==================== block 1
Fig. 1: block 1, clock network drawn from the DEF
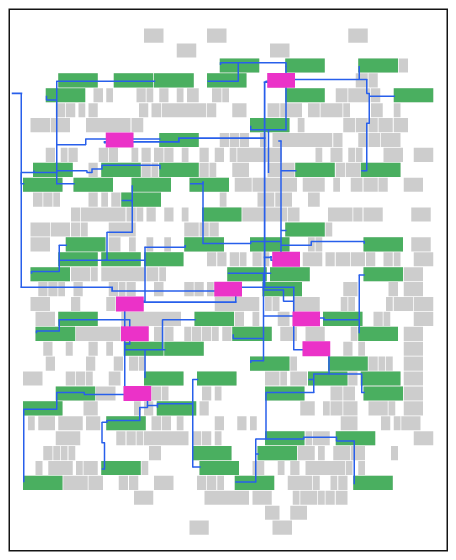

==> src/rtl/logic_op_issuer.sv <==
// logic_op_issuer: buffers AND/OR commands in a 4-entry FIFO and issues them
// one at a time to a combinational and_or stage. Each result is captured
// and held until the consumer takes it. Illegal opcodes are flagged and
// counted in a saturating error counter.
module logic_op_issuer (
  input  logic       clk,
  input  logic       rst,
  input  logic       cmdValid,
  output logic       cmdReady,
  input  logic [1:0] cmdOp,
  input  logic [3:0] cmdA,
  input  logic [3:0] cmdB,
  output logic [3:0] aIn,
  output logic [3:0] bIn,
  output logic       doAnd,
  output logic       doOr,
  input  logic [3:0] stageOut,
  input  logic       stageIsAnd,
  output logic       resValid,
  input  logic       resReady,
  output logic [3:0] resData,
  output logic       resIsAnd,
  output logic       resErr,
  output logic [7:0] errCount
);

  localparam logic [1:0] ST_IDLE  = 2'd0;
  localparam logic [1:0] ST_ISSUE = 2'd1;
  localparam logic [1:0] ST_HOLD  = 2'd2;

  // Opcodes 00 and 11 carry no meaningful select for the stage.
  function automatic logic is_illegal_op(input logic [1:0] op);
    return (op[0] == op[1]);
  endfunction

  logic [1:0] state_q, state_d;
  logic [9:0] fifo_q [4];
  logic [9:0] fifo_d [4];
  logic [1:0] wr_ptr_q, wr_ptr_d;
  logic [1:0] rd_ptr_q, rd_ptr_d;
  logic [2:0] count_q, count_d;
  logic [3:0] res_data_q, res_data_d;
  logic       res_is_and_q, res_is_and_d;
  logic       res_err_q, res_err_d;
  logic [7:0] err_count_q, err_count_d;

  logic       cmd_ready_s;
  logic       push_s;
  logic       pop_s;
  logic       issue_s;
  logic [9:0] head_s;
  logic [1:0] head_op_s;
  logic       head_illegal_s;

  // Handshake and FIFO head decode; no bypass when full.
  always_comb begin
    cmd_ready_s    = (count_q < 3'd4);
    push_s         = cmdValid & cmd_ready_s;
    issue_s        = (state_q == ST_ISSUE);
    pop_s          = issue_s;
    head_s         = fifo_q[rd_ptr_q];
    head_op_s      = head_s[9:8];
    head_illegal_s = is_illegal_op(head_op_s);
  end

  // FIFO storage, pointers and occupancy.
  always_comb begin
    for (int i = 0; i < 4; i++) begin
      fifo_d[i] = fifo_q[i];
    end
    if (push_s) begin
      fifo_d[wr_ptr_q] = {cmdOp, cmdA, cmdB};
      wr_ptr_d         = wr_ptr_q + 2'd1;
    end else begin
      wr_ptr_d = wr_ptr_q;
    end
    if (pop_s) begin
      rd_ptr_d = rd_ptr_q + 2'd1;
    end else begin
      rd_ptr_d = rd_ptr_q;
    end
    case ({push_s, pop_s})
      2'b10:   count_d = count_q + 3'd1;
      2'b01:   count_d = count_q - 3'd1;
      default: count_d = count_q;
    endcase
  end

  // Issue FSM; HOLD looks at post-edge occupancy so a same-cycle push counts.
  always_comb begin
    state_d = state_q;
    case (state_q)
      ST_IDLE: begin
        if (count_q != 3'd0) begin
          state_d = ST_ISSUE;
        end else begin
          state_d = ST_IDLE;
        end
      end
      ST_ISSUE: begin
        state_d = ST_HOLD;
      end
      ST_HOLD: begin
        if (resReady) begin
          if (count_d != 3'd0) begin
            state_d = ST_ISSUE;
          end else begin
            state_d = ST_IDLE;
          end
        end else begin
          state_d = ST_HOLD;
        end
      end
      default: begin
        state_d = ST_IDLE;
      end
    endcase
  end

  // Result capture at the end of ISSUE; stage flag is masked for illegal ops.
  always_comb begin
    res_data_d   = res_data_q;
    res_is_and_d = res_is_and_q;
    res_err_d    = res_err_q;
    err_count_d  = err_count_q;
    if (issue_s) begin
      res_data_d   = stageOut;
      res_err_d    = head_illegal_s;
      res_is_and_d = head_illegal_s ? 1'b0 : stageIsAnd;
      if (head_illegal_s && (err_count_q != 8'hFF)) begin
        err_count_d = err_count_q + 8'd1;
      end else begin
        err_count_d = err_count_q;
      end
    end else begin
      res_data_d = res_data_q;
    end
  end

  // Stage drive is gated to the single ISSUE cycle.
  always_comb begin
    if (issue_s) begin
      aIn   = head_s[7:4];
      bIn   = head_s[3:0];
      doAnd = head_op_s[0];
      doOr  = head_op_s[1];
    end else begin
      aIn   = 4'h0;
      bIn   = 4'h0;
      doAnd = 1'b0;
      doOr  = 1'b0;
    end
    cmdReady = cmd_ready_s;
    resValid = (state_q == ST_HOLD);
    resData  = res_data_q;
    resIsAnd = res_is_and_q;
    resErr   = res_err_q;
    errCount = err_count_q;
  end

  // State registers; reset discards in-flight result and queued commands.
  always_ff @(posedge clk) begin
    if (rst) begin
      state_q      <= ST_IDLE;
      wr_ptr_q     <= 2'd0;
      rd_ptr_q     <= 2'd0;
      count_q      <= 3'd0;
      res_data_q   <= 4'h0;
      res_is_and_q <= 1'b0;
      res_err_q    <= 1'b0;
      err_count_q  <= 8'h00;
      for (int i = 0; i < 4; i++) begin
        fifo_q[i] <= 10'h000;
      end
    end else begin
      state_q      <= state_d;
      wr_ptr_q     <= wr_ptr_d;
      rd_ptr_q     <= rd_ptr_d;
      count_q      <= count_d;
      res_data_q   <= res_data_d;
      res_is_and_q <= res_is_and_d;
      res_err_q    <= res_err_d;
      err_count_q  <= err_count_d;
      for (int i = 0; i < 4; i++) begin
        fifo_q[i] <= fifo_d[i];
      end
    end
  end

endmodule

==> config.mk <==
export PLATFORM = sky130hd
export DESIGN_NAME = logic_op_issuer
export DESIGN_NICKNAME = d
export VERILOG_FILES = /design/src/rtl/logic_op_issuer.sv
export SDC_FILE = /design/constraint.sdc
export NUM_CORES = 1
export LEC_CHECK = 0
export ABC_CLOCK_PERIOD_IN_PS = 2890
export CAP_MARGIN = 20
export CORE_ASPECT_RATIO = 1.25
export CORE_MARGIN = 2
export CORE_UTILIZATION = 41
export CTS_CLUSTER_DIAMETER = 60
export DETAILED_ROUTE_END_ITERATION = 10
export GPL_ROUTABILITY_DRIVEN = 0
export SLEW_MARGIN = 10
export SYNTH_ARGS = -nofsm -noshare
export SYNTH_HDL_FRONTEND = slang
export SYNTH_SLANG_ARGS = --single-unit
==> constraint.sdc <==
create_clock -name clk -period 2.89 [get_ports clk]
set_input_delay 0.4335 -clock clk [delete_from_list [all_inputs] [get_ports clk]]
set_output_delay 0.4335 -clock clk [all_outputs]
set_load 0.005 [all_outputs]
==================== block 2
### src/rtl/gun_ctrl.sv
// gun_ctrl: maps mouse bins to screen coordinates and fires single, burst or auto
// shots from a magazine with manual and automatic reload.
module gun_ctrl #(
   parameter int BIN_W        = 6,
   parameter int BIN_SIZE     = 10,
   parameter int MAX_H        = 480,
   parameter int CD_TICKS     = 19_999_999,
   parameter int BURST_LEN    = 3,
   parameter int BURST_GAP    = 4_999_999,
   parameter int MAG_SIZE     = 12,
   parameter int RELOAD_TICKS = 49_999_999
) (
   input  logic                          clk,
   input  logic                          reset_n,
   input  logic [1:0]                    mode,
   input  logic [BIN_W-1:0]              bin_x,
   input  logic [BIN_W-1:0]              bin_y,
   input  logic                          button_left,
   input  logic                          button_right,
   output logic [9:0]                    shoot_x,
   output logic [8:0]                    shoot_y,
   output logic                          shot,
   output logic [$clog2(MAG_SIZE+1)-1:0] ammo,
   output logic                          reloading,
   output logic                          busy
);
   localparam int AW = $clog2(MAG_SIZE + 1);
   localparam int RW = $clog2(BURST_LEN + 1);
   typedef enum logic [1:0] {S_IDLE, S_GAP, S_CD, S_RELOAD} state_t;
   state_t        state, nxt;
   logic [31:0]   cnt, cnt_n, take;
   logic [RW-1:0] rem, rem_n;
   logic          left_q, left_rise, trig, fire, refill;
   logic [9:0]    cx;
   logic [8:0]    cy;
   assign cx        = 10'(bin_x * BIN_SIZE);
   assign cy        = 9'(MAX_H) - 9'(bin_y * BIN_SIZE);
   assign left_rise = button_left & ~left_q;
   assign trig      = (mode == 2'd2) ? button_left : left_rise;
   assign take      = (32'(ammo) < 32'(BURST_LEN)) ? 32'(ammo) : 32'(BURST_LEN);
   assign busy      = state != S_IDLE;
   assign reloading = state == S_RELOAD;
   always_comb begin
      nxt    = state;
      cnt_n  = cnt;
      rem_n  = rem;
      fire   = 1'b0;
      refill = 1'b0;
      case (state)
         S_IDLE: begin
            cnt_n = '0;
            if (ammo == '0 || (button_right && ammo < AW'(MAG_SIZE))) nxt = S_RELOAD;
            else if (trig) begin
               fire  = 1'b1;
               rem_n = RW'(take - 32'd1);
               // burst shortens itself when the magazine holds fewer rounds than a burst
               nxt   = (mode == 2'd1 && take > 32'd1) ? S_GAP : S_CD;
            end
         end
         S_GAP: begin
            fire  = cnt == 32'(BURST_GAP - 1);
            cnt_n = fire ? '0 : cnt + 32'd1;
            rem_n = fire ? rem - RW'(1) : rem;
            nxt   = (fire && rem == RW'(1)) ? S_CD : S_GAP;
         end
         S_CD: begin
            nxt   = (cnt == 32'(CD_TICKS - 1)) ? S_IDLE : S_CD;
            cnt_n = (cnt == 32'(CD_TICKS - 1)) ? '0 : cnt + 32'd1;
         end
         default: begin
            refill = cnt == 32'(RELOAD_TICKS - 1);
            nxt    = refill ? S_IDLE : S_RELOAD;
            cnt_n  = refill ? '0 : cnt + 32'd1;
         end
      endcase
   end
   always_ff @(posedge clk or negedge reset_n) begin
      if (!reset_n) begin
         state   <= S_IDLE;
         cnt     <= '0;
         rem     <= '0;
         left_q  <= 1'b0;
         ammo    <= AW'(MAG_SIZE);
         shot    <= 1'b0;
         shoot_x <= '0;
         shoot_y <= '0;
      end else begin
         state  <= nxt;
         cnt    <= cnt_n;
         rem    <= rem_n;
         left_q <= button_left;
         shot   <= fire;
         ammo   <= refill ? AW'(MAG_SIZE) : fire ? ammo - AW'(1) : ammo;
         if (fire) begin
            shoot_x <= cx;
            shoot_y <= cy;
         end
      end
   end
endmodule

### config.mk
export PLATFORM = sky130hd
export DESIGN_NAME = gun_ctrl
export DESIGN_NICKNAME = d
export VERILOG_FILES = /design/src/rtl/gun_ctrl.sv
export SDC_FILE = /design/constraint.sdc
export NUM_CORES = 1
export LEC_CHECK = 0
export ABC_CLOCK_PERIOD_IN_PS = 3300
export CORE_ASPECT_RATIO = 1.5
export CORE_MARGIN = 4
export CORE_UTILIZATION = 55
export DETAILED_ROUTE_END_ITERATION = 8
export PLACE_DENSITY = 0.83
export SLEW_MARGIN = 5
export SYNTH_ARGS = -nofsm -noshare
export SYNTH_HDL_FRONTEND = slang
export SYNTH_SLANG_ARGS = --single-unit
### constraint.sdc
create_clock -name clk -period 3.3 [get_ports clk]
set_clock_uncertainty 0.2 [all_clocks]
set_input_delay 0.33 -clock clk [delete_from_list [all_inputs] [get_ports clk]]
set_output_delay 0.33 -clock clk [all_outputs]
set_load 0.05 [all_outputs]
==================== block 3
**config.mk**
```make
export PLATFORM = sky130hd
export DESIGN_NAME = button_event_classifier
export DESIGN_NICKNAME = d
export VERILOG_FILES = /design/src/rtl/button_event_classifier.sv
export SDC_FILE = /design/constraint.sdc
export NUM_CORES = 1
export LEC_CHECK = 0
export CAP_MARGIN = 10
export CORE_ASPECT_RATIO = 1.4
export CORE_MARGIN = 2
export CORE_UTILIZATION = 40
export CTS_CLUSTER_SIZE = 14
export DETAILED_ROUTE_END_ITERATION = 16
export GPL_ROUTABILITY_DRIVEN = 0
export PLACE_DENSITY = 0.65
export SLEW_MARGIN = 20
export SYNTH_ARGS = -nofsm -noshare
export SYNTH_HDL_FRONTEND = slang
export SYNTH_SLANG_ARGS = --single-unit
```
**constraint.sdc**
```tcl
create_clock -name clk -period 1.9 [get_ports clk]
set_input_delay 0.285 -clock clk [delete_from_list [all_inputs] [get_ports clk]]
set_output_delay 0.285 -clock clk [all_outputs]
set_load 0.05 [all_outputs]
```
**src/rtl/button_event_classifier.sv**
```systemverilog
// Classifies a debounced button level into short-press, long-press and double-click strobes.
// A single dwell counter times both the long-press threshold and the double-click window.
module button_event_classifier #(
  parameter logic [15:0] LONG_CNT   = 16'd50000,
  parameter logic [15:0] DCLICK_CNT = 16'd25000
) (
  input  logic       clk,
  input  logic       rst_n,
  input  logic       btn,
  output logic       short_pulse,
  output logic       long_pulse,
  output logic       double_pulse,
  output logic       held,
  output logic [7:0] press_count
);

  typedef enum logic [2:0] {
    S_WAIT_RELEASE  = 3'd0,
    S_IDLE          = 3'd1,
    S_PRESSED       = 3'd2,
    S_LONG_HELD     = 3'd3,
    S_WAIT_SECOND   = 3'd4,
    S_SECOND_PRESSED = 3'd5
  } state_t;

  state_t      r_state;
  logic [15:0] r_cnt;
  logic [7:0]  r_press_count;
  logic        r_short;
  logic        r_long;
  logic        r_double;
  logic        r_held;

  logic        w_long_hit;
  logic        w_dclick_hit;

  assign w_long_hit   = (r_cnt == LONG_CNT - 16'd1);
  assign w_dclick_hit = (r_cnt == DCLICK_CNT - 16'd1);

  always_ff @(posedge clk) begin
    if (!rst_n) begin
      r_state       <= S_WAIT_RELEASE;
      r_cnt         <= 16'd0;
      r_press_count <= 8'd0;
      r_short       <= 1'b0;
      r_long        <= 1'b0;
      r_double      <= 1'b0;
      r_held        <= 1'b0;
    end else begin
      r_short  <= 1'b0;
      r_long   <= 1'b0;
      r_double <= 1'b0;
      // Every armed state with btn high lands in a held state next cycle.
      r_held   <= btn && (r_state != S_WAIT_RELEASE);
      case (r_state)
        S_WAIT_RELEASE: begin
          if (!btn) r_state <= S_IDLE;
        end
        S_IDLE: begin
          if (btn) begin
            r_state       <= S_PRESSED;
            r_cnt         <= 16'd1;
            r_press_count <= r_press_count + 8'd1;
          end
        end
        S_PRESSED: begin
          if (btn) begin
            if (w_long_hit) begin
              r_state <= S_LONG_HELD;
              r_long  <= 1'b1;
            end else begin
              r_cnt <= r_cnt + 16'd1;
            end
          end else begin
            r_state <= S_WAIT_SECOND;
            r_cnt   <= 16'd1;
          end
        end
        S_LONG_HELD: begin
          if (!btn) r_state <= S_IDLE;
        end
        S_WAIT_SECOND: begin
          // A press arriving on the expiry cycle wins over the short strobe.
          if (btn) begin
            r_state       <= S_SECOND_PRESSED;
            r_press_count <= r_press_count + 8'd1;
          end else if (w_dclick_hit) begin
            r_state <= S_IDLE;
            r_short <= 1'b1;
          end else begin
            r_cnt <= r_cnt + 16'd1;
          end
        end
        S_SECOND_PRESSED: begin
          if (!btn) begin
            r_state  <= S_IDLE;
            r_double <= 1'b1;
          end
        end
        default: r_state <= S_WAIT_RELEASE;
      endcase
    end
  end

  assign short_pulse  = r_short;
  assign long_pulse   = r_long;
  assign double_pulse = r_double;
  assign held         = r_held;
  assign press_count  = r_press_count;

endmodule

```
Fig. 2: block 2, metal 4
Bar = 20 um. Supply wires on this layer in grey.
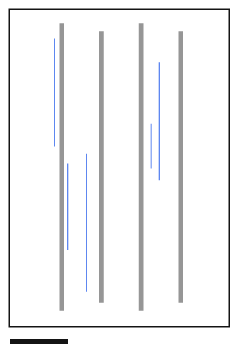
share of all routed wire: 2.1%
longest straight run: 46.9 um
main direction: vertical

==> impl_metrics.yaml, block 2 <==
# generated from flow reports
timing:
  fmaxAchievable_mhz: 359
  finalMaxSlewViolations: 0
  min_period_ns: 2.78
power_and_ir_drop:
  p_int_mw: 1.91
  seq-power_mw: 1.06
synth:
  synthDistinctLibCells: 54
  yosysWarnings: 0
  yosys_area_um2: 3680
  aoi_share_pct: 11.3
  ff_type: "dfrtp_1"
cts:
  postCtsSetupBuffers: 0
  clock_latency_ns: 0.35
setup_path:
  r2r_end: "shoot_y[8]"
  cp_slowest_stage_delay_ns: 0.45
  cp_common_cell: "ha_1"
  r2r_start: "cnt[15]"
  crit_family: "adder cells"
  slowest_stage: "clkdlybuf4s50_1"
  critical_path.cell_chain: "clkdlybuf4s50_1 > ha_1 > ha_1 > fa_1 > xor2_1 > nand2_1 > nor4b_1 > xnor2_1 > mux2_2"
global_route:
  antenna_found_initial: 0
  grt_max_degree: 27
  grt_pass1_wl_um: 13500
  use_met2_pct: 36.8
  grtUsageTotal_pct: 21.7
finish:
  nonClockInverterCount: 16
  seq_cell_count: 59
  final_common_cell: "dfrtp_1"
  reg_top3: "cnt (32), shoot_x (9), shoot_y (8)"
  logic_area_um2: 2040
  final_cells: 484
  comb_area_share_pct: 46.8
placement:
  place_ws_ns: 0.159
  dp_cells: 467
  post_dp_cell_area_um2: 4140
detailed_routing:
  top_layer_used: "met4"
  final_antenna_net_count: 0
  wl_per_cell_um: 16.4
die:
  fp_util_pct: 56.7
  dieWidth_um: 74.8
  chip_area_um2: 8080
  rows: 36
  die_height_um: 108
job:
  warning_count: 30
run_status:
  status: "finished, final reports clean"
## block 2: cell usage after synthesis, types with 2 or more instances
| cell type | instances |
|---|---|
| mux2i_1 | 4 |
| nand2b_1 | 3 |
| and3_1 | 7 |
| o31ai_1 | 2 |
| and4_1 | 3 |
| buf_4 | 2 |
| nor4_1 | 6 |
| dfrtp_1 | 57 |
| nor4_4 | 4 |
| nor2_1 | 11 |
| mux2_2 | 2 |
| fa_1 | 2 |
| inv_1 | 16 |
| or4_1 | 3 |
| or3_1 | 3 |
| buf_2 | 5 |
| nor4b_1 | 3 |
| clkbuf_1 | 4 |
| ha_1 | 25 |
| xnor2_1 | 15 |
| mux2_1 | 2 |
| nand4_1 | 9 |
| a21oi_1 | 39 |
| and2_1 | 2 |
| nand3_1 | 21 |
| nor2b_1 | 4 |
| a21o_1 | 3 |
| nand2_1 | 16 |
| mux2_4 | 10 |
| xor2_1 | 20 |
| o21ai_0 | 10 |
| a22oi_1 | 6 |
| or4_4 | 2 |
| buf_6 | 2 |
| nand4b_1 | 2 |
| nor3_1 | 10 |
| o2bb2ai_1 | 2 |
| dfstp_2 | 2 |
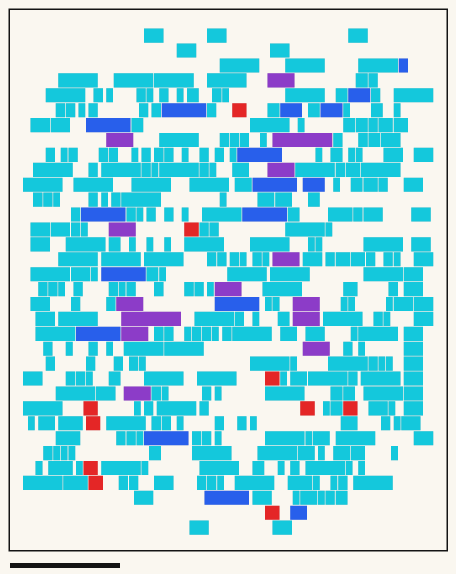
Fig. 3. Drive-strength map (block 1).
Bar = 20 um.
legend:
  cyan:
    size: x1 and smaller
    cells: 347
    share: 89%
  red:
    size: x3 and x4
    cells: 10
    share: 2.6%
  purple:
    size: x6 and larger
    cells: 14
    share: 3.6%
  blue:
    size: x2
    cells: 17
    share: 4.4%

About Fig. 1:
legend:
  blue:
    item: clock wires
    length: 820 um
  green:
    item: flip-flops
    count: 65
  magenta:
    item: clock-net drivers
    count: 9
flops lie: spread over the die
routed clock nets: 10

==> impl_metrics.yaml, block 1 <==
# generated from flow reports
global_route:
  use_met3_pct: 4.76
  grt_overflow: 0
  grtUsageTotal_pct: 18.7
power_and_ir_drop:
  total_power_mw: 2.71
  vdd_ir_drop_max_mv: 0.388
  p_int_mw: 1.89
  leakage_nw: 1.31
  power_frac_comb_pct: 27.2
  pg_comb_mw: 0.735
  power.group.top: "registers"
synth:
  postSynthSeqShare_pct: 44.4
  synthSimpleGateAreaFrac_pct: 23.8
  ys_sh_mux_pct: 10.3
  ys_cells: 341
  yosysWarnings: 0
  synthTopLogicFamily: "simple AND/OR/NAND/NOR gates"
  synth_area_um2: 2930
  aoi_share_pct: 10.9
  yosys_area_um2: 2930
timing:
  holdWs_ns: 0.451
  hold_viol: 0
  slew_headroom_pct: 47.7
finish:
  fillerInstances: 633
  drive_gt1_share_pct: 10.6
  seq_cell_count: 65
  num-nonclk-buffers: 54
  final_util_pct: 53.4
  clock_area_share_pct: 6.19
  multi_input_comb_cells: 243
  sh_seq_area_pct: 35.2
  regArea_um2: 1300
  area_growth_pct: 26.3
setup_path:
  slowest_stage: "dfxtp_1"
  r2r_start: "count_q[2]"
  path_class: "reg -> out"
  critPathBufInv: 2
  crit_cells: 4
  cp_data_arrival_time_ns: 2.04
  reg2reg_setup_slack_ns: 0.78
cts:
  cts_made_buffers: 9
  postCtsSetupBuffers: 0
  cts-root-buf: "clkbuf_8"
placement:
  post_dp_cell_area_um2: 3470
die:
  die_height_um: 98.5
  rows: 34
  core-area_um2: 6930
  io_pins: 45
  fp_util_pct: 42.3
min_path:
  whs_path_depth: 2
  worstHoldPathType: "reg -> reg"
job:
  maxCapViolations: 0
run_status:
  status: "finished, final reports clean"
detailed_routing:
  drc: 0
-- block 1: Yosys cell counts (all sizes together) --
master,count,area share [%]
mux2,4,1.5
nand4,2,0.43
nand2,61,7.8
clkbuf,15,1.9
o31ai,3,0.77
or4,3,0.77
inv,11,1.4
nand3,44,7.5
a21oi,52,8.9
a211oi,1,0.26
xor2,7,2.1
buf,7,0.98
o21ai,1,0.17
nor2,13,1.7
mux4,11,8.5
fa,1,0.68
mux2i,1,0.34
nand2b,2,0.43
a2111oi,2,0.60
nor3,4,0.68
xnor2,3,0.90
o21a,1,0.26
dfxtp,65,44
nor4,3,0.64
nor2b,6,1.3
and2,10,2.1
or3,2,0.43
ha,6,2.6
-- block 1: through the flow --
| stage | instances | setup slack (ns) |
|---|---|---|
| final | 478 | 0.419 |
| after global placement | 463 | 0.350 |
| after CTS | 478 | 0.392 |
| after global routing | 478 | 0.333 |
| after detailed placement | 463 | 0.255 |
| after floorplan | 341 | 0.311 |
-- block 1: worst register-to-register path, cell delays in order, from the launching register on --
cell       delay (ns)
dfxtp_1          0.44
nor2b_2          0.07
inv_1            0.06
ha_1             0.17
inv_1            0.06
fa_1             0.37
xor2_1           0.23
xnor2_1          0.15
o31ai_1          0.08
a2111oi_0        0.35
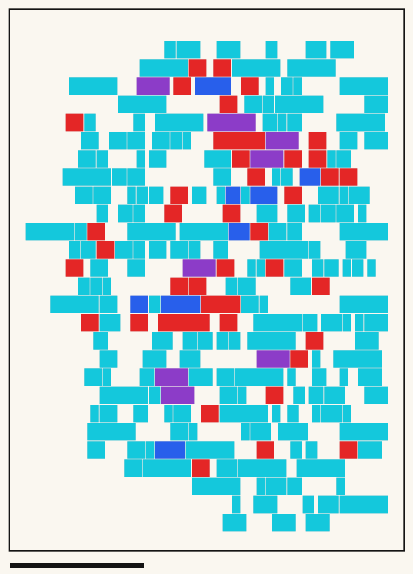
Fig. 4. Drive-strength map (block 3).
Bar = 20 um.
legend:
  red:
    size: x3 and x4
    cells: 39
    share: 16%
  blue:
    size: x2
    cells: 8
    share: 3.3%
  purple:
    size: x6 and larger
    cells: 8
    share: 3.3%
  cyan:
    size: x1 and smaller
    cells: 188
    share: 77%

==> impl_metrics.yaml, block 3 <==
# generated from flow reports
global_route:
  use_met3_pct: 4.30
  grtUsageTotal_pct: 18.3
  grt_pass1_vias: 1495
  use_met2_pct: 30.9
  grt-busiest-layer: "met2"
  grt_pass1_wl_um: 6690
  grt_overflow: 0
die:
  dieWidth_um: 58.8
  die_height_um: 80.7
  chip_area_um2: 4750
synth:
  synthCells: 197
  topCellsByArea: "dfxtp_1, or4_1, a21oi_1"
  synth.most_common_cell: "dfxtp_1"
  async_flop_share_pct: 0
  top_area_share_pct: 36.9
  common_cells: "dfxtp_1, nand2_1, nor2_1"
min_path:
  min_to: "r_cnt[14]"
detailed_routing:
  final_antenna_net_count: 0
  wl_met1_um: 1720
  dr.pass1.iters: 11
  avgViaCountPerCell: 5.75
  drc: 2
finish:
  comb_area_share_pct: 45.2
  logic_area_um2: 1000
  final_cells: 286
  clock_area_share_pct: 4.52
  buf_share_pct: 19.4
  final_area_um2: 2210
  sh_seq_area_pct: 28.1
setup_path:
  crit_end: "r_cnt[11]"
  path_class: "reg -> reg"
  cp_slowest_stage_delay_ns: 0.50
  worst_setup_path_start_kind: "flip-flop"
  crit_start: "r_cnt[15]"
timing:
  holdWs_ns: 0.487
  tightestPinTransition_ns: 0.491
  tns_ns: 0
  min_period_ns: 1.83
cts:
  clk_pin_slew_ns: 0.06
  htree_levels: 2
  cts_tree: "done"
power_and_ir_drop:
  power_frac_comb_pct: 21.2
  pg_comb_mw: 0.341
  vdd_ir_drop_max_mv: 0.428
  pwr-share-clk_pct: 35.8
  pwr-share-seq_pct: 43.0
  leakage_nw: 0.857
run_status:
  status: "finished with violations"
  violations: "design-rule violations"
block 3: sequential cells by signal, indices dropped and copies added (netlist names):
signal,count
double_pulse,1
short_pulse,1
long_pulse,1
held,1
r_cnt,16
press_count,8
r_state,3
block 3: placed cells by master (no fill, tap or decap), drive strengths merged, types with 2 or more instances in the layout:
cell           instances
o21ai                  5
nand3                 10
o211ai                 7
nor4bb                 2
or2b                   2
dfxtp                 31
nor3                   3
nand2                 17
or3b                   2
nand2b                 4
inv                    2
and3                   6
clkdlybuf4s50         13
nor4                   2
xnor2                  3
nor3b                  2
o31ai                  7
ha                     2
and2                   2
nor2                  17
buf                   37
or4                   13
clkbuf                 8
a21oi                 14
and4bb                 2
xor2                   6
nand4                  8
and4                   2
block 3: logic make-up after synthesis:
kind of cell | synth area share (%)
compound gates | 15.2
buf+inv | 4.98
mux | 1.26
simple gates | 35.5
fa+ha+maj | 1.49
flops | 36.9
xor+xnor | 4.68
block 3: through the flow:
stage | setup slack, ns | power (mW)
2_1_floorplan | 0.147 | 0.907
3_3_place_gp | -0.327 | 1.04
3_5_place_dp | -0.337 | 1.04
4_1_cts | 0.00285 | 1.62
5_1_grt | -0.00298 | 1.70
6_report | 0.0704 | 1.61

## Gallery

Cell placement.
panel A
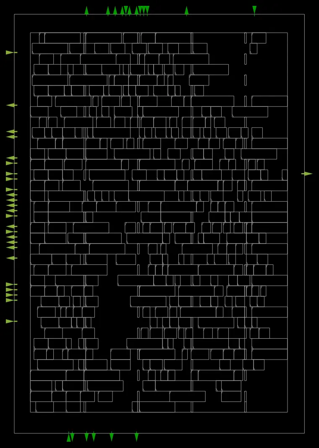
panel B
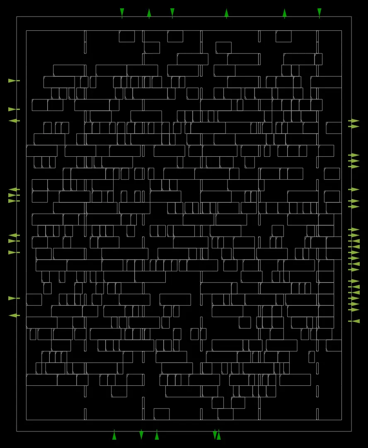
panel C
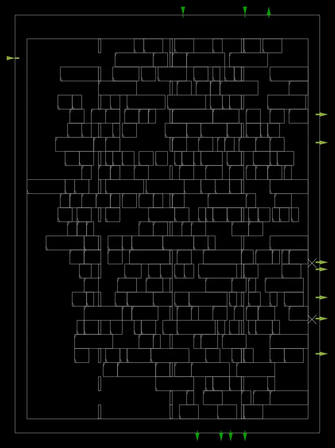
- block 3 = panel C
- block 1 = panel B
- block 2 = panel A



==> layout pictures side by side <==
Wire density map.
Plate I
Bar = 20 um. The die is cut into 12 by 16 equal tiles; dark purple is low, yellow is high, scaled to the fullest tile. Values are wire area over tile area, all layers added.
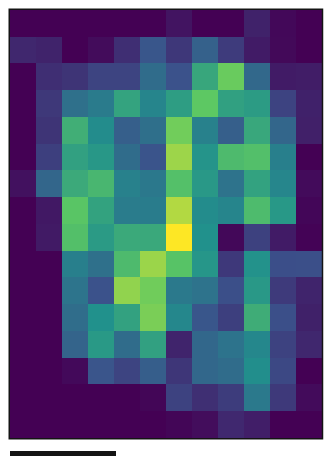
Plate II
Bar = 20 um. The die is cut into 16 by 20 equal tiles; dark purple is low, yellow is high, scaled to the fullest tile. Values are wire area over tile area, all layers added.
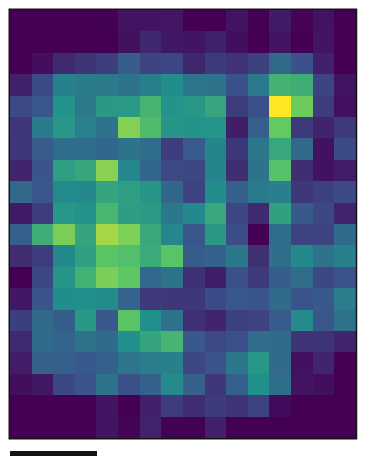
Plate III
Bar = 20 um. The die is cut into 15 by 22 equal tiles; dark purple is low, yellow is high, scaled to the fullest tile. Values are wire area over tile area, all layers added.
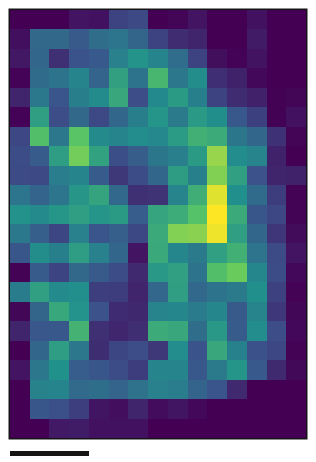
| picture | from |
|---|---|
| Plate II | block 1 |
| Plate I | block 3 |
| Plate III | block 2 |
The one with the smallest die is Plate I.

Key to Plate III:
fullest tile: 0.53
tiles over half the peak: 18%
nearly empty tiles: 16%
mean over tiles: 0.16

Power is estimated from default activity; no workload was simulated.
